# rv32_mem_arbiter

==> rv32_mem_arbiter/metal_stack.png <==
The bar under the picture is 50 um long.
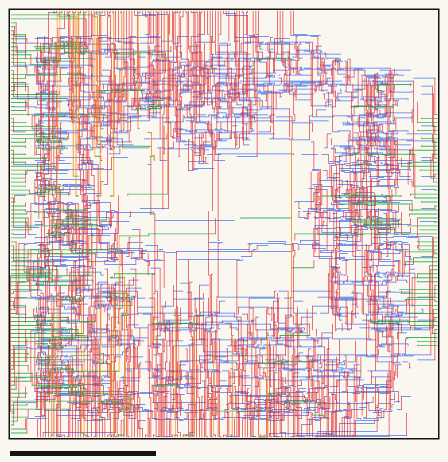

[src/rtl/rv32_types_pkg.sv]
// Shared RV32 core types: memory request bundle, op encoding, data word,
// and the memory arbiter state enum.
package rv32_types;

   typedef logic [31:0] rv32_word;

   typedef enum logic [1:0] {
      MEM_NOP   = 2'd0,
      MEM_LOAD  = 2'd1,
      MEM_STORE = 2'd2
   } mem_op_t;

   typedef struct packed {
      mem_op_t  op;
      rv32_word addr;
      rv32_word wdata;
   } memory_request_t;

   localparam memory_request_t MEM_REQ_IDLE = '{op: MEM_NOP, addr: '0, wdata: '0};

   typedef enum logic [1:0] {
      IDLE   = 2'd0,
      BUSY_I = 2'd1,
      BUSY_D = 2'd2
   } arb_state_t;

endpackage

[src/rtl/rv32_event_counter.sv]
// Free-running event counter: +1 per cycle with inc high, wraps modulo 2^WIDTH.
module rv32_event_counter #(
   parameter int WIDTH = 32
) (
   input  logic             clk,
   input  logic             reset,
   input  logic             inc,
   output logic [WIDTH-1:0] count
);

   always_ff @(posedge clk) begin
      if (reset)
         count <= '0;
      else if (inc)
         count <= count + WIDTH'(1);
   end

endmodule

[src/rtl/rv32_mem_arbiter.sv]
// Arbitrates fetch and load/store requesters onto one single-port memory,
// one access in flight at a time, with registered request and completion.
module rv32_mem_arbiter
   import rv32_types::*;
#(
   parameter int FAIR = 1
) (
   input  logic            clk,
   input  logic            reset,
   input  memory_request_t instr_request,
   output logic            instr_request_done,
   output rv32_word        instr,
   input  memory_request_t data_request,
   output logic            data_request_done,
   output rv32_word        data,
   output memory_request_t mem_request,
   input  logic            mem_ready,
   input  rv32_word        mem_rdata,
   output logic [31:0]     instr_grants,
   output logic [31:0]     data_grants
);

   arb_state_t state, next_state;
   logic instr_active, data_active;
   logic conflict, grant_i, grant_d, complete;
   logic prefer_instr;

   assign instr_active = (instr_request.op != MEM_NOP);
   assign data_active  = (data_request.op != MEM_NOP);

   always_ff @(posedge clk) begin
      if (reset)
         state <= IDLE;
      else
         state <= next_state;
   end

   always_comb begin
      next_state = state;
      conflict   = 1'b0;
      grant_i    = 1'b0;
      grant_d    = 1'b0;
      complete   = 1'b0;
      case (state)
         IDLE: begin
            if (instr_active && data_active) begin
               conflict = 1'b1;
               if (FAIR != 0 && prefer_instr)
                  grant_i = 1'b1;
               else
                  grant_d = 1'b1;
            end else if (instr_active) begin
               grant_i = 1'b1;
            end else if (data_active) begin
               grant_d = 1'b1;
            end
            if (grant_i)
               next_state = BUSY_I;
            else if (grant_d)
               next_state = BUSY_D;
         end
         BUSY_I, BUSY_D: begin
            if (mem_ready) begin
               complete   = 1'b1;
               next_state = IDLE;
            end
         end
         default: next_state = IDLE;
      endcase
   end

   // mem_request is the latched copy: loaded only on grant, cleared on
   // completion, so requester changes during an access never reach memory.
   always_ff @(posedge clk) begin
      if (reset) begin
         mem_request        <= MEM_REQ_IDLE;
         instr_request_done <= 1'b0;
         data_request_done  <= 1'b0;
         instr              <= '0;
         data               <= '0;
         prefer_instr       <= 1'b0;
      end else begin
         instr_request_done <= 1'b0;
         data_request_done  <= 1'b0;
         if (grant_i)
            mem_request <= instr_request;
         else if (grant_d)
            mem_request <= data_request;
         else if (complete)
            mem_request <= MEM_REQ_IDLE;
         if (complete && state == BUSY_I) begin
            instr_request_done <= 1'b1;
            instr              <= mem_rdata;
         end
         if (complete && state == BUSY_D) begin
            data_request_done <= 1'b1;
            data              <= mem_rdata;
         end
         if (conflict)
            prefer_instr <= ~prefer_instr;
      end
   end

   rv32_event_counter #(.WIDTH(32)) u_instr_grants (
      .clk   (clk),
      .reset (reset),
      .inc   (instr_request_done),
      .count (instr_grants)
   );

   rv32_event_counter #(.WIDTH(32)) u_data_grants (
      .clk   (clk),
      .reset (reset),
      .inc   (data_request_done),
      .count (data_grants)
   );

endmodule

[config.mk]
export PLATFORM = sky130hd
export DESIGN_NAME = rv32_mem_arbiter
export DESIGN_NICKNAME = d
export VERILOG_FILES = /design/src/rtl/rv32_types_pkg.sv /design/src/rtl/rv32_event_counter.sv /design/src/rtl/rv32_mem_arbiter.sv
export SDC_FILE = /design/constraint.sdc
export NUM_CORES = 1
export LEC_CHECK = 0
export ABC_CLOCK_PERIOD_IN_PS = 2200
export CORE_MARGIN = 5
export CORE_UTILIZATION = 41
export DETAILED_ROUTE_END_ITERATION = 12
export HOLD_SLACK_MARGIN = 0.05
export PLACE_DENSITY = 0.92
export RECOVER_POWER = 25
export SLEW_MARGIN = 30
export SYNTH_ARGS = -nofsm -noshare
export SYNTH_HDL_FRONTEND = slang
export SYNTH_SLANG_ARGS = --single-unit
[constraint.sdc]
create_clock -name clk -period 2.2 [get_ports clk]
set_clock_uncertainty 0.05 [all_clocks]
set_input_delay 0.33 -clock clk [delete_from_list [all_inputs] [get_ports clk]]
set_output_delay 0.33 -clock clk [all_outputs]
set_load 0.01 [all_outputs]
# ddr_cmd_arb_flat

File: config.mk
export PLATFORM = sky130hd
export DESIGN_NAME = ddr_cmd_arb_flat
export DESIGN_NICKNAME = d
export VERILOG_FILES = /design/src/rtl/ddr_cmd_arb_if.sv /design/src/rtl/ddr_cmd_arb.sv /design/src/flat_wrapper.sv
export SDC_FILE = /design/constraint.sdc
export NUM_CORES = 1
export LEC_CHECK = 0
export ABC_AREA = 1
export CELL_PAD_IN_SITES_DETAIL_PLACEMENT = 1
export CELL_PAD_IN_SITES_GLOBAL_PLACEMENT = 2
export CORE_MARGIN = 3
export CORE_UTILIZATION = 13
export CTS_BUF_LIST = sky130_fd_sc_hd__clkbuf_4 sky130_fd_sc_hd__clkbuf_8
export DETAILED_ROUTE_END_ITERATION = 12
export PLACE_DENSITY_LB_ADDON = 0.1
export SYNTH_ARGS = -nofsm -noshare
export SYNTH_HDL_FRONTEND = slang
export SYNTH_SLANG_ARGS = --single-unit
File: constraint.sdc
create_clock -name clk -period 3.61 [get_ports clk]
set_input_delay 0.722 -clock clk [delete_from_list [all_inputs] [get_ports clk]]
set_output_delay 0.722 -clock clk [all_outputs]
set_load 0.005 [all_outputs]
File: src/rtl/ddr_cmd_arb_if.sv
// Bundle of requester-side and engine-side signals of the DDR command arbiter.
// The arbiter connects through the master modport and its environment through the slave modport.
interface ddr_cmd_arb_if #(
    parameter int ADDR_WIDTH = 32,
    parameter int LEN_WIDTH  = 16,
    parameter int DATA_WIDTH = 64
);
    logic [1:0]              wr_req;
    logic [2*ADDR_WIDTH-1:0] wr_addr;
    logic [2*LEN_WIDTH-1:0]  wr_len;
    logic [1:0]              wr_gnt;
    logic [1:0]              wr_own;
    logic [1:0]              wr_dvld;
    logic [2*DATA_WIDTH-1:0] wr_data;
    logic [1:0]              rd_req;
    logic [2*ADDR_WIDTH-1:0] rd_addr;
    logic [2*LEN_WIDTH-1:0]  rd_len;
    logic [1:0]              rd_gnt;
    logic [1:0]              rd_own;
    logic [1:0]              rd_dvld;
    logic [DATA_WIDTH-1:0]   rd_data;
    logic                    wstart;
    logic                    wready;
    logic [ADDR_WIDTH-1:0]   waddr;
    logic [LEN_WIDTH-1:0]    wdata_len;
    logic                    wdata_vld;
    logic [DATA_WIDTH-1:0]   wdata;
    logic                    rstart;
    logic                    rready;
    logic [ADDR_WIDTH-1:0]   raddr;
    logic [LEN_WIDTH-1:0]    rdata_len;
    logic                    rdata_vld;
    logic [DATA_WIDTH-1:0]   rdata;
    logic                    wr_timeout;
    logic                    rd_timeout;

    modport master (
        input  wr_req, wr_addr, wr_len, wr_dvld, wr_data,
        output wr_gnt, wr_own,
        input  rd_req, rd_addr, rd_len,
        output rd_gnt, rd_own, rd_dvld, rd_data,
        output wstart, waddr, wdata_len, wdata_vld, wdata,
        input  wready,
        output rstart, raddr, rdata_len,
        input  rready, rdata_vld, rdata,
        output wr_timeout, rd_timeout
    );

    modport slave (
        output wr_req, wr_addr, wr_len, wr_dvld, wr_data,
        input  wr_gnt, wr_own,
        output rd_req, rd_addr, rd_len,
        input  rd_gnt, rd_own, rd_dvld, rd_data,
        input  wstart, waddr, wdata_len, wdata_vld, wdata,
        output wready,
        input  rstart, raddr, rdata_len,
        output rready, rdata_vld, rdata,
        input  wr_timeout, rd_timeout
    );
endinterface

File: src/rtl/ddr_cmd_arb.sv
// Two-requester DDR command arbiter: independent round-robin write and read paths feeding the engines.
// Optional watchdog per path is compiled in with `define DDR_ARB_TIMEOUT_EN.
module ddr_cmd_arb_path #(
    parameter int ADDR_WIDTH = 32,
    parameter int LEN_WIDTH  = 16,
    parameter int TIMEOUT    = 65535
) (
    input  logic                    clk,
    input  logic                    rst,
    input  logic [1:0]              req,
    input  logic [2*ADDR_WIDTH-1:0] req_addr,
    input  logic [2*LEN_WIDTH-1:0]  req_len,
    input  logic                    ready,
    output logic [1:0]              gnt,
    output logic [1:0]              own,
    output logic                    start,
    output logic [ADDR_WIDTH-1:0]   addr,
    output logic [LEN_WIDTH-1:0]    len,
    output logic                    timeout
);
    typedef enum logic [1:0] {IDLE, ISSUE, GUARD, BUSY} state_t;

    state_t                state_q, state_d;
    logic [1:0]            gnt_q, gnt_d;
    logic [1:0]            own_q, own_d;
    logic                  start_q, start_d;
    logic [ADDR_WIDTH-1:0] addr_q, addr_d;
    logic [LEN_WIDTH-1:0]  len_q, len_d;
    logic                  last_q, last_d;
    logic                  guard_q, guard_d;
    logic [1:0]            len_zero;
    logic [1:0]            eligible;
    logic                  win;

`ifdef DDR_ARB_TIMEOUT_EN
    localparam int CNT_W = $clog2(TIMEOUT + 1);
    logic [CNT_W-1:0] cnt_q, cnt_d;
    logic             timeout_q, timeout_d;
`else
    logic [31:0] unused_timeout;
    assign unused_timeout = TIMEOUT;
`endif

    // Zero-length requests need no engine, so they stay eligible while the engine is busy.
    assign len_zero[0] = (req_len[LEN_WIDTH-1:0] == '0);
    assign len_zero[1] = (req_len[2*LEN_WIDTH-1:LEN_WIDTH] == '0);
    assign eligible    = req & (len_zero | {2{ready}});
    assign win         = (eligible == 2'b11) ? ~last_q : eligible[1];

    always_comb begin
        state_d = state_q;
        gnt_d   = '0;
        own_d   = own_q;
        start_d = 1'b0;
        addr_d  = addr_q;
        len_d   = len_q;
        last_d  = last_q;
        guard_d = guard_q;
`ifdef DDR_ARB_TIMEOUT_EN
        cnt_d     = '0;
        timeout_d = timeout_q;
`endif
        case (state_q)
            IDLE: begin
                if (|eligible) begin
                    gnt_d[win] = 1'b1;
                    last_d     = win;
                    if (!len_zero[win]) begin
                        state_d = ISSUE;
                        start_d = 1'b1;
                        own_d   = win ? 2'b10 : 2'b01;
                        addr_d  = win ? req_addr[2*ADDR_WIDTH-1:ADDR_WIDTH] : req_addr[ADDR_WIDTH-1:0];
                        len_d   = win ? req_len[2*LEN_WIDTH-1:LEN_WIDTH] : req_len[LEN_WIDTH-1:0];
                    end
                end
            end
            ISSUE: begin
                state_d = GUARD;
                guard_d = 1'b0;
            end
            GUARD: begin
                guard_d = 1'b1;
                if (guard_q) begin
                    state_d = BUSY;
                end
            end
            BUSY: begin
                if (ready) begin
                    state_d = IDLE;
                    own_d   = '0;
                end
            end
        endcase
`ifdef DDR_ARB_TIMEOUT_EN
        // A normal completion in the same cycle wins over the watchdog.
        if (state_q == GUARD || state_q == BUSY) begin
            cnt_d = cnt_q + CNT_W'(1);
            if (!(state_q == BUSY && ready) && cnt_q == CNT_W'(TIMEOUT - 1)) begin
                state_d   = IDLE;
                own_d     = '0;
                timeout_d = 1'b1;
                cnt_d     = '0;
            end
        end
`endif
    end

    always_ff @(posedge clk or posedge rst) begin
        if (rst) begin
            state_q   <= IDLE;
            gnt_q     <= '0;
            own_q     <= '0;
            start_q   <= 1'b0;
            addr_q    <= '0;
            len_q     <= '0;
            last_q    <= 1'b1;
            guard_q   <= 1'b0;
`ifdef DDR_ARB_TIMEOUT_EN
            cnt_q     <= '0;
            timeout_q <= 1'b0;
`endif
        end else begin
            state_q   <= state_d;
            gnt_q     <= gnt_d;
            own_q     <= own_d;
            start_q   <= start_d;
            addr_q    <= addr_d;
            len_q     <= len_d;
            last_q    <= last_d;
            guard_q   <= guard_d;
`ifdef DDR_ARB_TIMEOUT_EN
            cnt_q     <= cnt_d;
            timeout_q <= timeout_d;
`endif
        end
    end

    assign gnt   = gnt_q;
    assign own   = own_q;
    assign start = start_q;
    assign addr  = addr_q;
    assign len   = len_q;
`ifdef DDR_ARB_TIMEOUT_EN
    assign timeout = timeout_q;
`else
    assign timeout = 1'b0;
`endif
endmodule

module ddr_cmd_arb #(
    parameter int ADDR_WIDTH = 32,
    parameter int LEN_WIDTH  = 16,
    parameter int DATA_WIDTH = 64,
    parameter int TIMEOUT    = 65535
) (
    input logic           clk,
    input logic           rst,
    ddr_cmd_arb_if.master bus
);
    ddr_cmd_arb_path #(
        .ADDR_WIDTH(ADDR_WIDTH),
        .LEN_WIDTH (LEN_WIDTH),
        .TIMEOUT   (TIMEOUT)
    ) u_wr_path (
        .clk     (clk),
        .rst     (rst),
        .req     (bus.wr_req),
        .req_addr(bus.wr_addr),
        .req_len (bus.wr_len),
        .ready   (bus.wready),
        .gnt     (bus.wr_gnt),
        .own     (bus.wr_own),
        .start   (bus.wstart),
        .addr    (bus.waddr),
        .len     (bus.wdata_len),
        .timeout (bus.wr_timeout)
    );

    ddr_cmd_arb_path #(
        .ADDR_WIDTH(ADDR_WIDTH),
        .LEN_WIDTH (LEN_WIDTH),
        .TIMEOUT   (TIMEOUT)
    ) u_rd_path (
        .clk     (clk),
        .rst     (rst),
        .req     (bus.rd_req),
        .req_addr(bus.rd_addr),
        .req_len (bus.rd_len),
        .ready   (bus.rready),
        .gnt     (bus.rd_gnt),
        .own     (bus.rd_own),
        .start   (bus.rstart),
        .addr    (bus.raddr),
        .len     (bus.rdata_len),
        .timeout (bus.rd_timeout)
    );

    // Data only flows for the current owner; traffic from anyone else is dropped.
    assign bus.wdata_vld = |(bus.wr_dvld & bus.wr_own);
    assign bus.wdata     = bus.wr_own[0] ? bus.wr_data[DATA_WIDTH-1:0] :
                           bus.wr_own[1] ? bus.wr_data[2*DATA_WIDTH-1:DATA_WIDTH] : '0;
    assign bus.rd_dvld   = {2{bus.rdata_vld}} & bus.rd_own;
    assign bus.rd_data   = bus.rdata;
endmodule

File: src/flat_wrapper.sv
// flat-port wrapper written by rule: the top's interface ports become plain ports
module ddr_cmd_arb_flat 
#(
    parameter int ADDR_WIDTH = 32,
    parameter int LEN_WIDTH  = 16,
    parameter int DATA_WIDTH = 64,
    parameter int TIMEOUT    = 65535
)
  (clk, rst, bus_wr_req, bus_wr_addr, bus_wr_len, bus_wr_dvld, bus_wr_data, bus_wr_gnt, bus_wr_own, bus_rd_req, bus_rd_addr, bus_rd_len, bus_rd_gnt, bus_rd_own, bus_rd_dvld, bus_rd_data, bus_wstart, bus_waddr, bus_wdata_len, bus_wdata_vld, bus_wdata, bus_wready, bus_rstart, bus_raddr, bus_rdata_len, bus_rready, bus_rdata_vld, bus_rdata, bus_wr_timeout, bus_rd_timeout);
  ddr_cmd_arb_if #(.ADDR_WIDTH(ADDR_WIDTH), .LEN_WIDTH(LEN_WIDTH), .DATA_WIDTH(DATA_WIDTH)) bus_i ();
  input logic clk;
  input logic rst;
  input wire logic [$bits(bus_i.wr_req)-1:0] bus_wr_req;
  input wire logic [$bits(bus_i.wr_addr)-1:0] bus_wr_addr;
  input wire logic [$bits(bus_i.wr_len)-1:0] bus_wr_len;
  input wire logic [$bits(bus_i.wr_dvld)-1:0] bus_wr_dvld;
  input wire logic [$bits(bus_i.wr_data)-1:0] bus_wr_data;
  output wire logic [$bits(bus_i.wr_gnt)-1:0] bus_wr_gnt;
  output wire logic [$bits(bus_i.wr_own)-1:0] bus_wr_own;
  input wire logic [$bits(bus_i.rd_req)-1:0] bus_rd_req;
  input wire logic [$bits(bus_i.rd_addr)-1:0] bus_rd_addr;
  input wire logic [$bits(bus_i.rd_len)-1:0] bus_rd_len;
  output wire logic [$bits(bus_i.rd_gnt)-1:0] bus_rd_gnt;
  output wire logic [$bits(bus_i.rd_own)-1:0] bus_rd_own;
  output wire logic [$bits(bus_i.rd_dvld)-1:0] bus_rd_dvld;
  output wire logic [$bits(bus_i.rd_data)-1:0] bus_rd_data;
  output wire logic [$bits(bus_i.wstart)-1:0] bus_wstart;
  output wire logic [$bits(bus_i.waddr)-1:0] bus_waddr;
  output wire logic [$bits(bus_i.wdata_len)-1:0] bus_wdata_len;
  output wire logic [$bits(bus_i.wdata_vld)-1:0] bus_wdata_vld;
  output wire logic [$bits(bus_i.wdata)-1:0] bus_wdata;
  input wire logic [$bits(bus_i.wready)-1:0] bus_wready;
  output wire logic [$bits(bus_i.rstart)-1:0] bus_rstart;
  output wire logic [$bits(bus_i.raddr)-1:0] bus_raddr;
  output wire logic [$bits(bus_i.rdata_len)-1:0] bus_rdata_len;
  input wire logic [$bits(bus_i.rready)-1:0] bus_rready;
  input wire logic [$bits(bus_i.rdata_vld)-1:0] bus_rdata_vld;
  input wire logic [$bits(bus_i.rdata)-1:0] bus_rdata;
  output wire logic [$bits(bus_i.wr_timeout)-1:0] bus_wr_timeout;
  output wire logic [$bits(bus_i.rd_timeout)-1:0] bus_rd_timeout;
  assign bus_i.wr_req = bus_wr_req;
  assign bus_i.wr_addr = bus_wr_addr;
  assign bus_i.wr_len = bus_wr_len;
  assign bus_i.wr_dvld = bus_wr_dvld;
  assign bus_i.wr_data = bus_wr_data;
  assign bus_wr_gnt = bus_i.wr_gnt;
  assign bus_wr_own = bus_i.wr_own;
  assign bus_i.rd_req = bus_rd_req;
  assign bus_i.rd_addr = bus_rd_addr;
  assign bus_i.rd_len = bus_rd_len;
  assign bus_rd_gnt = bus_i.rd_gnt;
  assign bus_rd_own = bus_i.rd_own;
  assign bus_rd_dvld = bus_i.rd_dvld;
  assign bus_rd_data = bus_i.rd_data;
  assign bus_wstart = bus_i.wstart;
  assign bus_waddr = bus_i.waddr;
  assign bus_wdata_len = bus_i.wdata_len;
  assign bus_wdata_vld = bus_i.wdata_vld;
  assign bus_wdata = bus_i.wdata;
  assign bus_i.wready = bus_wready;
  assign bus_rstart = bus_i.rstart;
  assign bus_raddr = bus_i.raddr;
  assign bus_rdata_len = bus_i.rdata_len;
  assign bus_i.rready = bus_rready;
  assign bus_i.rdata_vld = bus_rdata_vld;
  assign bus_i.rdata = bus_rdata;
  assign bus_wr_timeout = bus_i.wr_timeout;
  assign bus_rd_timeout = bus_i.rd_timeout;
  ddr_cmd_arb #(.ADDR_WIDTH(ADDR_WIDTH), .LEN_WIDTH(LEN_WIDTH), .DATA_WIDTH(DATA_WIDTH), .TIMEOUT(TIMEOUT)) u_core (.clk(clk), .rst(rst), .bus(bus_i));
endmodule
# sdx_mailbox_fifo_flat

### config.mk
export PLATFORM = sky130hd
export DESIGN_NAME = sdx_mailbox_fifo_flat
export DESIGN_NICKNAME = d
export VERILOG_FILES = /design/src/rtl/sdx_mailbox_fifo_pkg.sv /design/src/rtl/sdx_mailbox_fifo_if.sv /design/src/rtl/sdx_mailbox_fifo_fifo.sv /design/src/rtl/sdx_mailbox_fifo.sv /design/src/flat_wrapper.sv
export SDC_FILE = /design/constraint.sdc
export NUM_CORES = 1
export LEC_CHECK = 0
export CAP_MARGIN = 25
export CORE_UTILIZATION = 40
export DETAILED_ROUTE_END_ITERATION = 12
export HOLD_SLACK_MARGIN = 0.06
export PLACE_DENSITY = 0.65
export SYNTH_ARGS = -nofsm -noshare
export SYNTH_HDL_FRONTEND = slang
export SYNTH_SLANG_ARGS = --single-unit
### constraint.sdc
create_clock -name Clock -period 4.32 [get_ports Clock]
set_clock_uncertainty 0.05 [all_clocks]
set_input_delay 0.864 -clock Clock [delete_from_list [all_inputs] [get_ports Clock]]
set_output_delay 0.864 -clock Clock [all_outputs]
set_load 0.02 [all_outputs]
### src/rtl/sdx_mailbox_fifo_pkg.sv
// Shared constants for the host/client mailbox: port offsets, status bit
// positions, strobe indices and the count-saturation helper.
package sdx_mailbox_pkg;

    localparam logic [2:0] OFF_WR_CMD  = 3'd0;
    localparam logic [2:0] OFF_WR_DATA = 3'd1;
    localparam logic [2:0] OFF_RD_DATA = 3'd2;
    localparam logic [2:0] OFF_STATUS  = 3'd4;
    localparam logic [2:0] OFF_DETECT  = 3'd6;
    localparam logic [2:0] OFF_VERSION = 3'd7;

    localparam int HS_H2C_FULL = 0;
    localparam int HS_C2H_NE   = 1;
    localparam int HS_HEAD_CMD = 2;
    localparam int HS_OVF      = 3;
    localparam int HS_TOP4_LSB = 4;

    localparam int CS_H2C_NE   = 0;
    localparam int CS_C2H_FULL = 1;
    localparam int CS_HEAD_CMD = 2;
    localparam int CS_OVF      = 3;
    localparam int CS_CNT_LSB  = 4;

    localparam logic [7:0] DEFAULT_DETECT_ID = 8'd42;
    localparam logic [7:0] EMPTY_READ        = 8'hFF;

    // Strobe indices into the synchroniser array, all in active-high sense.
    localparam int STB_HOST_RD = 0;
    localparam int STB_HOST_WR = 1;
    localparam int STB_CLI_RD  = 2;
    localparam int STB_CLI_WR  = 3;
    localparam int NUM_STB     = 4;

    function automatic logic [3:0] satCount4(input logic [6:0] c);
        return (c > 7'd15) ? 4'hF : c[3:0];
    endfunction

endpackage

### src/rtl/sdx_mailbox_fifo_if.sv
// Z80 host I/O bus plus client strobe bus as seen by the mailbox.
interface sdx_mailbox_fifo_if;
    logic [7:0] HostAddressBus;
    logic       nIN;
    logic       nOUT;
    logic [7:0] HostDataIn;
    logic [7:0] HostDataOut;
    logic       HostDataOE;
    logic       ClientReadLine;
    logic       ClientWriteLine;
    logic       ClientStatusLine;
    logic [7:0] ClientDataIn;
    logic [7:0] ClientDataOut;
    logic       ClientDataOE;
    logic       ClientIrq;

    modport master (
        output HostAddressBus, nIN, nOUT, HostDataIn,
        output ClientReadLine, ClientWriteLine, ClientStatusLine, ClientDataIn,
        input  HostDataOut, HostDataOE, ClientDataOut, ClientDataOE, ClientIrq
    );

    modport slave (
        input  HostAddressBus, nIN, nOUT, HostDataIn,
        input  ClientReadLine, ClientWriteLine, ClientStatusLine, ClientDataIn,
        output HostDataOut, HostDataOE, ClientDataOut, ClientDataOE, ClientIrq
    );
endinterface

### src/rtl/sdx_mailbox_fifo_fifo.sv
// Circular FIFO with count; flush beats push, push+pop when full both proceed.
module mailbox_fifo #(
    parameter int WIDTH = 8,
    parameter int DEPTH = 4,
    localparam int PTR_W = $clog2(DEPTH),
    localparam int CNT_W = PTR_W + 1
) (
    input  logic             Clock,
    input  logic             Reset,
    input  logic             push,
    input  logic             pop,
    input  logic             flush,
    input  logic [WIDTH-1:0] din,
    output logic [WIDTH-1:0] head,
    output logic [CNT_W-1:0] count,
    output logic             full,
    output logic             empty
);

    logic [WIDTH-1:0] mem [DEPTH];
    logic [PTR_W-1:0] wrPtr, rdPtr;
    logic             doPush, doPop;

    assign full  = (count == CNT_W'(DEPTH));
    assign empty = (count == '0);
    assign head  = mem[rdPtr];

    // A pop from a full FIFO frees the slot the same-cycle push lands in.
    assign doPush = push & ~flush & (~full | pop);
    assign doPop  = pop & ~flush & ~empty;

    always_ff @(posedge Clock or posedge Reset) begin
        if (Reset) begin
            wrPtr <= '0;
            rdPtr <= '0;
            count <= '0;
        end else if (flush) begin
            wrPtr <= '0;
            rdPtr <= '0;
            count <= '0;
        end else begin
            if (doPush) wrPtr <= wrPtr + 1'b1;
            if (doPop)  rdPtr <= rdPtr + 1'b1;
            case ({doPush, doPop})
                2'b10:   count <= count + 1'b1;
                2'b01:   count <= count - 1'b1;
                default: count <= count;
            endcase
        end
    end

    always_ff @(posedge Clock) begin
        if (doPush) mem[wrPtr] <= din;
    end

endmodule

### src/rtl/sdx_mailbox_fifo.sv
// Host/client mailbox: H2C FIFO {cmd,byte}, C2H FIFO byte, synchronised
// strobe edges commit pushes/pops, reads are combinational from raw strobes.
module sdx_mailbox_fifo
    import sdx_mailbox_pkg::*;
#(
    parameter int         DEPTH     = 4,
    parameter logic [4:0] PORT_BASE = 5'b11000,
    parameter logic [7:0] VERSION   = 8'h20,
    parameter logic [7:0] DETECT_ID = DEFAULT_DETECT_ID
) (
    input logic               Clock,
    input logic               Reset,
    sdx_mailbox_fifo_if.slave mbx
);

    localparam int CNT_W = $clog2(DEPTH) + 1;

    logic [NUM_STB-1:0] strobeRaw, stbRise, stbFall;
    logic [1:0]         vldPipe;

    assign strobeRaw[STB_HOST_RD] = ~mbx.nIN;
    assign strobeRaw[STB_HOST_WR] = ~mbx.nOUT;
    assign strobeRaw[STB_CLI_RD]  = mbx.ClientReadLine;
    assign strobeRaw[STB_CLI_WR]  = mbx.ClientWriteLine;

    // vldPipe[1] marks when the synchroniser output reflects post-reset input.
    always_ff @(posedge Clock or posedge Reset) begin
        if (Reset) vldPipe <= '0;
        else       vldPipe <= {vldPipe[0], 1'b1};
    end

    // Edges are only reported once the strobe has been seen idle after reset,
    // so an access held across reset release is ignored entirely.
    for (genvar g = 0; g < NUM_STB; g++) begin : g_sync
        logic [1:0] syncFf;
        logic       edgeFf, armed;
        always_ff @(posedge Clock or posedge Reset) begin
            if (Reset) begin
                syncFf <= '0;
                edgeFf <= 1'b0;
                armed  <= 1'b0;
            end else begin
                syncFf <= {syncFf[0], strobeRaw[g]};
                edgeFf <= syncFf[1];
                armed  <= armed | (vldPipe[1] & ~syncFf[1]);
            end
        end
        assign stbRise[g] = armed & syncFf[1] & ~edgeFf;
        assign stbFall[g] = armed & ~syncFf[1] & edgeFf;
    end

    logic       hostHit;
    logic [2:0] hostOff;
    assign hostHit = (mbx.HostAddressBus[7:3] == PORT_BASE);
    assign hostOff = mbx.HostAddressBus[2:0];

    // Read decode is captured at the rising edge; the address is gone by the pop.
    logic       rdHit, cliRdStat;
    logic [2:0] rdOff;
    always_ff @(posedge Clock or posedge Reset) begin
        if (Reset) begin
            rdHit     <= 1'b0;
            rdOff     <= '0;
            cliRdStat <= 1'b0;
        end else begin
            if (stbRise[STB_HOST_RD]) begin
                rdHit <= hostHit;
                rdOff <= hostOff;
            end
            if (stbRise[STB_CLI_RD]) cliRdStat <= mbx.ClientStatusLine;
        end
    end

    logic             h2cPush, h2cPop, h2cFlush, h2cFull, h2cEmpty;
    logic             c2hPush, c2hPop, c2hFlush, c2hFull, c2hEmpty;
    logic [8:0]       h2cDin, h2cHead;
    logic [7:0]       c2hHead;
    logic [CNT_W-1:0] h2cCount, c2hCount;
    logic             cliStatWr, hostOvfClr, cliOvfClr, h2cDrop, c2hDrop;

    assign h2cPush    = stbRise[STB_HOST_WR] & hostHit &
                        (hostOff == OFF_WR_CMD || hostOff == OFF_WR_DATA);
    assign h2cDin     = {hostOff == OFF_WR_CMD, mbx.HostDataIn};
    assign c2hPop     = stbFall[STB_HOST_RD] & rdHit & (rdOff == OFF_RD_DATA);
    assign hostOvfClr = stbFall[STB_HOST_RD] & rdHit & (rdOff == OFF_STATUS);

    assign c2hPush    = stbRise[STB_CLI_WR] & ~mbx.ClientStatusLine;
    assign cliStatWr  = stbRise[STB_CLI_WR] & mbx.ClientStatusLine;
    assign h2cPop     = stbFall[STB_CLI_RD] & ~cliRdStat;
    assign cliOvfClr  = stbFall[STB_CLI_RD] & cliRdStat;
    assign h2cFlush   = cliStatWr & mbx.ClientDataIn[0];
    assign c2hFlush   = cliStatWr & mbx.ClientDataIn[1];

    assign h2cDrop = h2cPush & h2cFull & ~h2cPop & ~h2cFlush;
    assign c2hDrop = c2hPush & c2hFull & ~c2hPop & ~c2hFlush;

    mailbox_fifo #(.WIDTH(9), .DEPTH(DEPTH)) uH2c (
        .Clock(Clock), .Reset(Reset),
        .push(h2cPush), .pop(h2cPop), .flush(h2cFlush), .din(h2cDin),
        .head(h2cHead), .count(h2cCount), .full(h2cFull), .empty(h2cEmpty)
    );

    mailbox_fifo #(.WIDTH(8), .DEPTH(DEPTH)) uC2h (
        .Clock(Clock), .Reset(Reset),
        .push(c2hPush), .pop(c2hPop), .flush(c2hFlush), .din(mbx.ClientDataIn),
        .head(c2hHead), .count(c2hCount), .full(c2hFull), .empty(c2hEmpty)
    );

    logic [3:0] top4;
    logic       hostOvf, cliOvf, irqReg;

    // Set beats clear when an overflow lands on the status-read pop cycle.
    always_ff @(posedge Clock or posedge Reset) begin
        if (Reset) begin
            top4    <= '0;
            hostOvf <= 1'b0;
            cliOvf  <= 1'b0;
            irqReg  <= 1'b0;
        end else begin
            if (cliStatWr) top4 <= mbx.ClientDataIn[7:4];
            hostOvf <= h2cDrop | (hostOvf & ~hostOvfClr);
            cliOvf  <= c2hDrop | (cliOvf & ~cliOvfClr);
            irqReg  <= ~h2cEmpty;
        end
    end
    assign mbx.ClientIrq = irqReg;

    logic       headCmd;
    logic [6:0] h2cCnt7;
    logic [7:0] hostStatus, cliStatus, hostData;

    assign headCmd = ~h2cEmpty & h2cHead[8];
    assign h2cCnt7 = 7'(h2cCount);

    always_comb begin
        hostStatus                           = '0;
        hostStatus[HS_H2C_FULL]              = h2cFull;
        hostStatus[HS_C2H_NE]                = (c2hCount != '0);
        hostStatus[HS_HEAD_CMD]              = headCmd;
        hostStatus[HS_OVF]                   = hostOvf;
        hostStatus[HS_TOP4_LSB +: 4]         = top4;
        cliStatus                            = '0;
        cliStatus[CS_H2C_NE]                 = ~h2cEmpty;
        cliStatus[CS_C2H_FULL]               = c2hFull;
        cliStatus[CS_HEAD_CMD]               = headCmd;
        cliStatus[CS_OVF]                    = cliOvf;
        cliStatus[CS_CNT_LSB +: 4]           = satCount4(h2cCnt7);
    end

    always_comb begin
        hostData = EMPTY_READ;
        case (hostOff)
            OFF_RD_DATA: hostData = c2hEmpty ? EMPTY_READ : c2hHead;
            OFF_STATUS:  hostData = hostStatus;
            OFF_DETECT:  hostData = DETECT_ID;
            OFF_VERSION: hostData = VERSION;
            default:     hostData = EMPTY_READ;
        endcase
    end

    assign mbx.HostDataOut   = hostData;
    assign mbx.HostDataOE    = hostHit & ~mbx.nIN &
                               (hostOff == OFF_RD_DATA || hostOff == OFF_STATUS ||
                                hostOff == OFF_DETECT  || hostOff == OFF_VERSION);
    assign mbx.ClientDataOut = mbx.ClientStatusLine ? cliStatus :
                               (h2cEmpty ? EMPTY_READ : h2cHead[7:0]);
    assign mbx.ClientDataOE  = mbx.ClientReadLine;

endmodule

### src/flat_wrapper.sv
// flat-port wrapper written by rule: the top's interface ports become plain ports
module sdx_mailbox_fifo_flat import sdx_mailbox_pkg::*;
#(
    parameter int         DEPTH     = 4,
    parameter logic [4:0] PORT_BASE = 5'b11000,
    parameter logic [7:0] VERSION   = 8'h20,
    parameter logic [7:0] DETECT_ID = DEFAULT_DETECT_ID
)
  (Clock, Reset, mbx_HostAddressBus, mbx_nIN, mbx_nOUT, mbx_HostDataIn, mbx_ClientReadLine, mbx_ClientWriteLine, mbx_ClientStatusLine, mbx_ClientDataIn, mbx_HostDataOut, mbx_HostDataOE, mbx_ClientDataOut, mbx_ClientDataOE, mbx_ClientIrq);
  sdx_mailbox_fifo_if mbx_i ();
  input logic Clock;
  input logic Reset;
  input wire logic [$bits(mbx_i.HostAddressBus)-1:0] mbx_HostAddressBus;
  input wire logic [$bits(mbx_i.nIN)-1:0] mbx_nIN;
  input wire logic [$bits(mbx_i.nOUT)-1:0] mbx_nOUT;
  input wire logic [$bits(mbx_i.HostDataIn)-1:0] mbx_HostDataIn;
  input wire logic [$bits(mbx_i.ClientReadLine)-1:0] mbx_ClientReadLine;
  input wire logic [$bits(mbx_i.ClientWriteLine)-1:0] mbx_ClientWriteLine;
  input wire logic [$bits(mbx_i.ClientStatusLine)-1:0] mbx_ClientStatusLine;
  input wire logic [$bits(mbx_i.ClientDataIn)-1:0] mbx_ClientDataIn;
  output wire logic [$bits(mbx_i.HostDataOut)-1:0] mbx_HostDataOut;
  output wire logic [$bits(mbx_i.HostDataOE)-1:0] mbx_HostDataOE;
  output wire logic [$bits(mbx_i.ClientDataOut)-1:0] mbx_ClientDataOut;
  output wire logic [$bits(mbx_i.ClientDataOE)-1:0] mbx_ClientDataOE;
  output wire logic [$bits(mbx_i.ClientIrq)-1:0] mbx_ClientIrq;
  assign mbx_i.HostAddressBus = mbx_HostAddressBus;
  assign mbx_i.nIN = mbx_nIN;
  assign mbx_i.nOUT = mbx_nOUT;
  assign mbx_i.HostDataIn = mbx_HostDataIn;
  assign mbx_i.ClientReadLine = mbx_ClientReadLine;
  assign mbx_i.ClientWriteLine = mbx_ClientWriteLine;
  assign mbx_i.ClientStatusLine = mbx_ClientStatusLine;
  assign mbx_i.ClientDataIn = mbx_ClientDataIn;
  assign mbx_HostDataOut = mbx_i.HostDataOut;
  assign mbx_HostDataOE = mbx_i.HostDataOE;
  assign mbx_ClientDataOut = mbx_i.ClientDataOut;
  assign mbx_ClientDataOE = mbx_i.ClientDataOE;
  assign mbx_ClientIrq = mbx_i.ClientIrq;
  sdx_mailbox_fifo #(.DEPTH(DEPTH), .PORT_BASE(PORT_BASE), .VERSION(VERSION), .DETECT_ID(DETECT_ID)) u_core (.Clock(Clock), .Reset(Reset), .mbx(mbx_i));
endmodule

## Gallery

Cell placement.
image #1
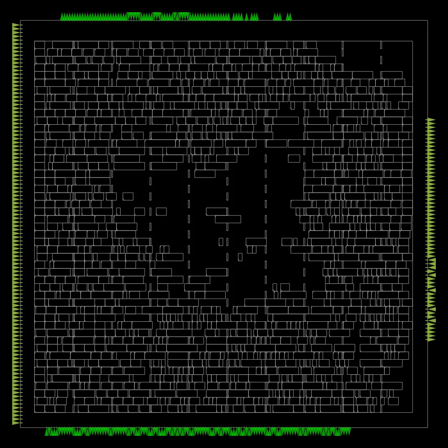
image #2
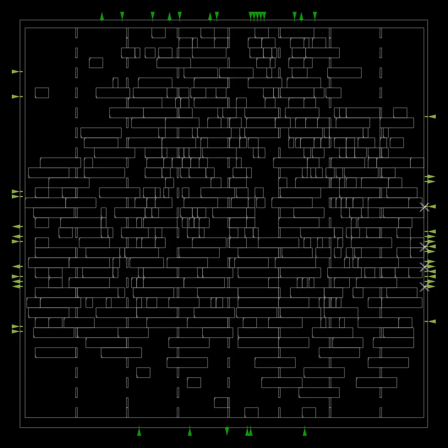
image #3
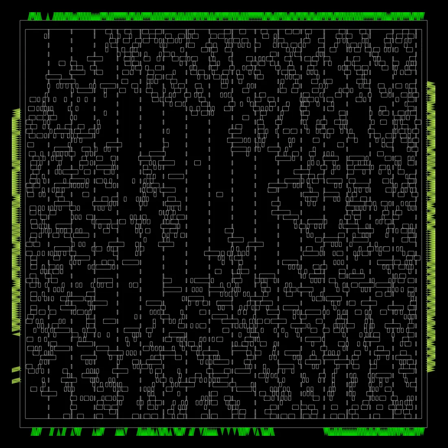
- lowest utilization: image #3
- fewest cells: image #2
Image #2 is sdx_mailbox_fifo_flat.
Image #1 is rv32_mem_arbiter.
Image #3 is ddr_cmd_arb_flat.

==> rv32_mem_arbiter/met3.png <==
The bar under the picture is 50 um long.
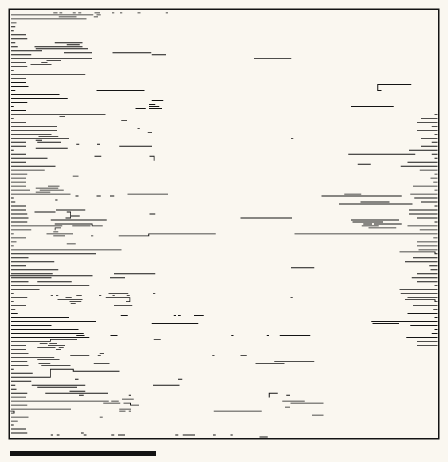
The wires run mostly horizontal. The layer carries 2350 um of wire. The longest straight run is 48.5 um. The layer holds 8.8% of the routed length. 267 nets have wire on it.
vias post-DR: 8061
Final Routed Wirelength: 26700 um
GRT met3 Usage: 0.0598

About rv32_mem_arbiter/metal_stack.png:
Key: red = met2 [wire length 13700 um]; blue = met1 [wire length 9300 um]; green = met3 [wire length 2350 um]; orange = met4 [wire length 1330 um]
global-route usage over all layers: 0.233
Routed WL per cell: 18.3 um

==> impl_metrics.ini, rv32_mem_arbiter <==
; synthesis and place-and-route metrics
[grt]
grt_use_met2 = 0.426

[status]
status = completed

[worst_hold_path]
hp-class = primary input to flop

[power]
combPwrFrac = 0.218
p_sw_uw = 2590

[yosys]
ys_seq_share = 0.524
top_cells_by_area = dfxtp_1, a222oi_1, nand2_1
ff_type = dfxtp_1

[setup_path]
critPathMaxStageDelay_ns = 0.55
r2r-end = u_instr_grants.count[31]

[layout]
most-common-layout-cells = clkdlybuf4s50_1, dfxtp_1, nand2_1

[place]
gp_congestion = 0.860
portBuffers = 362

[sta]
setup_ws_ns = 0.109

[clock_tree]
clockBufferDepth = 2
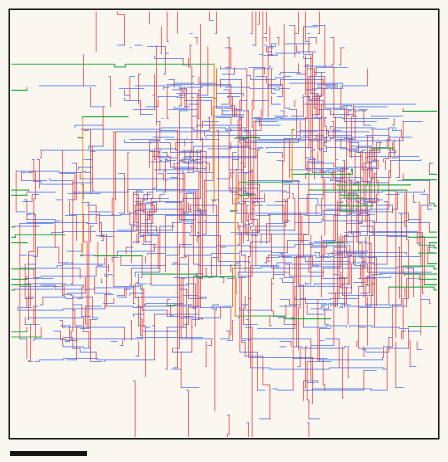
(sdx_mailbox_fifo_flat/metal_stack.png)
The bar under the picture is 20 um long.
Key: orange = met4 [wire length 121 um]; red = met2 [wire length 4640 um]; green = met3 [wire length 398 um]; blue = met1 [wire length 4050 um]
Final Routed Wirelength: 9210 um
vias post-DR: 2767
Routed WL per cell: 17.6 um
global-route usage over all layers: 0.161

==> impl_metrics.ini, sdx_mailbox_fifo_flat <==
; synthesis and place-and-route metrics
[status]
status = finished with violations
violations = DRC

[worst_hold_path]
whs_endpoint = u_core.g_sync[2].syncFf[1]
hp-class = flop to flop

[yosys]
syn_area_per_cell_um2 = 14.7
xor_area_frac = 0.0148
yosysTopAreaCell = edfxtp_1

[layout]
nets = 417
comb.multi_input.count = 180
drive_gt1_frac = 0.116
layout_top_cell = edfxtp_1

[setup_path]
rr_startpoint = u_core.g_sync[2].syncFf[1]
cp.depth = 6
path_delay_family = buffers and inverters
cp_cell_sequence = clkdlybuf4s50_1, o31ai_1, nand2b_1, o21ai_0, a31oi_1, clkdlybuf4s50_1

[power]
power.share.clock = 0.279
maxPowerGroup = registers
power_clock_uw = 772
p_sw_uw = 796

[drt]
drtIter0Drc = 141
post-route-drc-count = 8

[flow_run]
tool_warnings = 32
maxCapViolCount = 0

[sta]
setup-tns-final_ns = 0

[clock_tree]
numCtsBuffers = 9

[floorplanning]
rows = 39
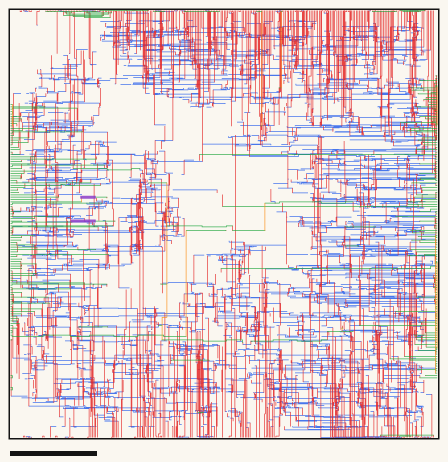
(ddr_cmd_arb_flat/metal_stack.png)
The bar under the picture is 50 um long.
Key: purple = met5 [wire length 20.2 um]; red = met2 [wire length 21.3 mm]; green = met3 [wire length 3320 um]; blue = met1 [wire length 18500 um]; orange = met4 [wire length 445 um]
Final Routed Wirelength: 43500 um
vias post-DR: 8669

==> impl_metrics.ini, ddr_cmd_arb_flat <==
; synthesis and place-and-route metrics
[setup_path]
path_delay_family = buffers and inverters
cp-startpoint = u_core.u_wr_path.own[1]
cp.depth = 4
crit_fanout = 27
cp-start-kind = flop

[clock_tree]
post_cts_resized = 0
clkSinkCount = 114

[yosys]
synthTopLogicFamily = simple AND/OR/NAND/NOR gates
synth-area-yosys_um2 = 7410
syn_area_per_cell_um2 = 6.24

[drt]
wl_met1_um = 18500
dr.pass1.iters = 4

[place]
dpl.hpwl_um = 34300
place_inst = 2337

[flow_run]
maxCapViolCount = 0

[status]
status = completed

[layout]
synthToLayoutAreaGrowth_pct = 79.2
buffer_area_frac = 0.400

[floorplanning]
chipWidth_um = 245
die-area_um2 = 59900

[power]
switching_share = 0.389
p_per_area_nw_per_um2 = 606


==> screenshots <==
M4 wires.
Supply wires on this layer in gray. Cells faint in the background.
shot_01.png
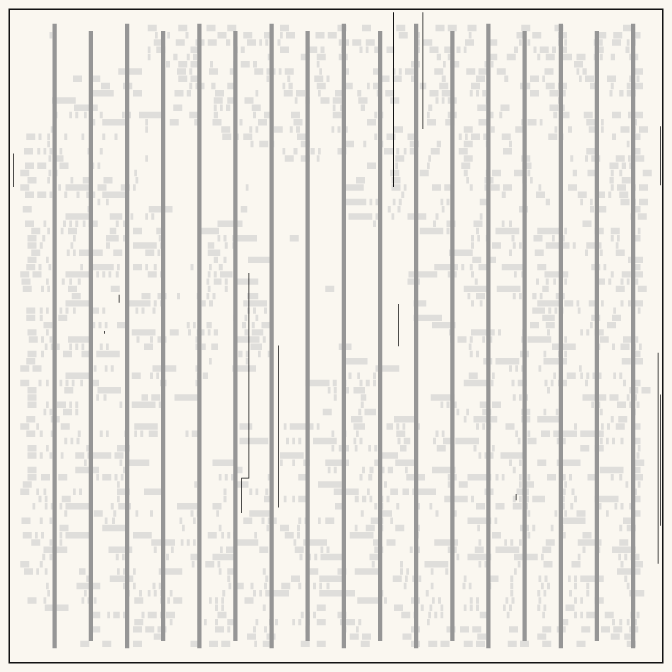
shot_02.png
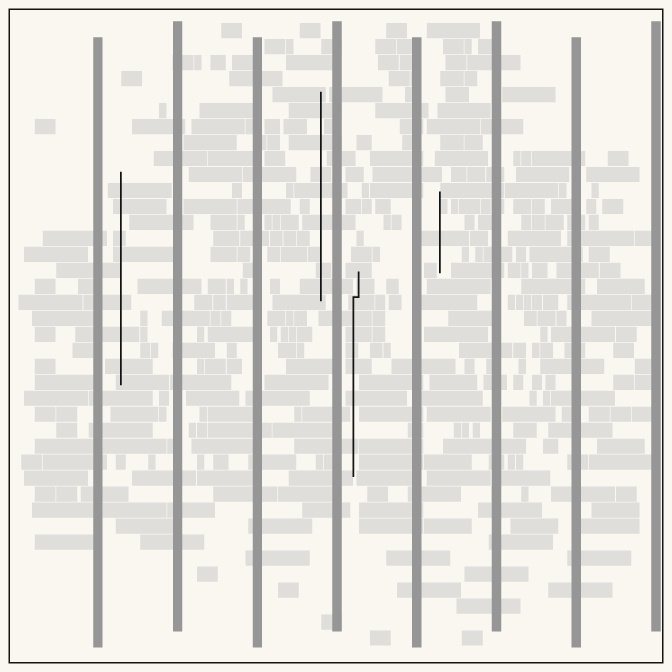
shot_03.png
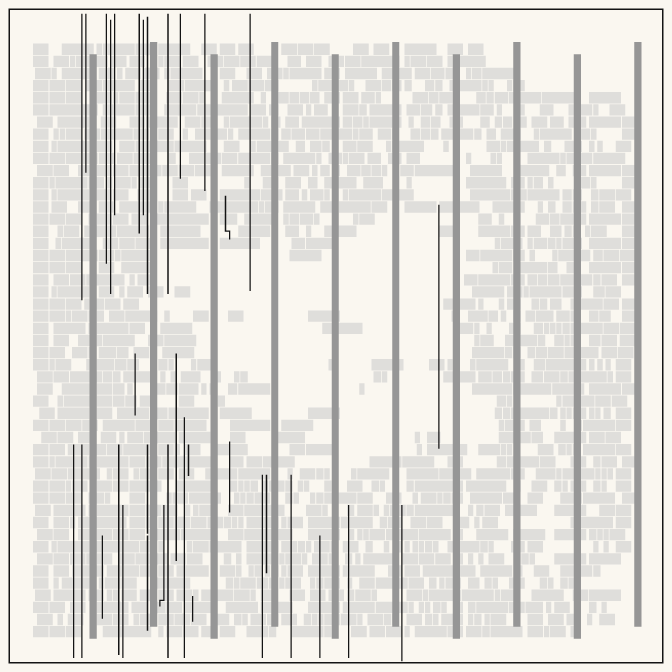
For ddr_cmd_arb_flat, see shot_01.png.
For sdx_mailbox_fifo_flat, see shot_02.png.
For rv32_mem_arbiter, see shot_03.png.

Key to shot_01.png:
The layer carries 445 um of wire. The wires run mostly vertical. The longest straight run is 78.9 um.

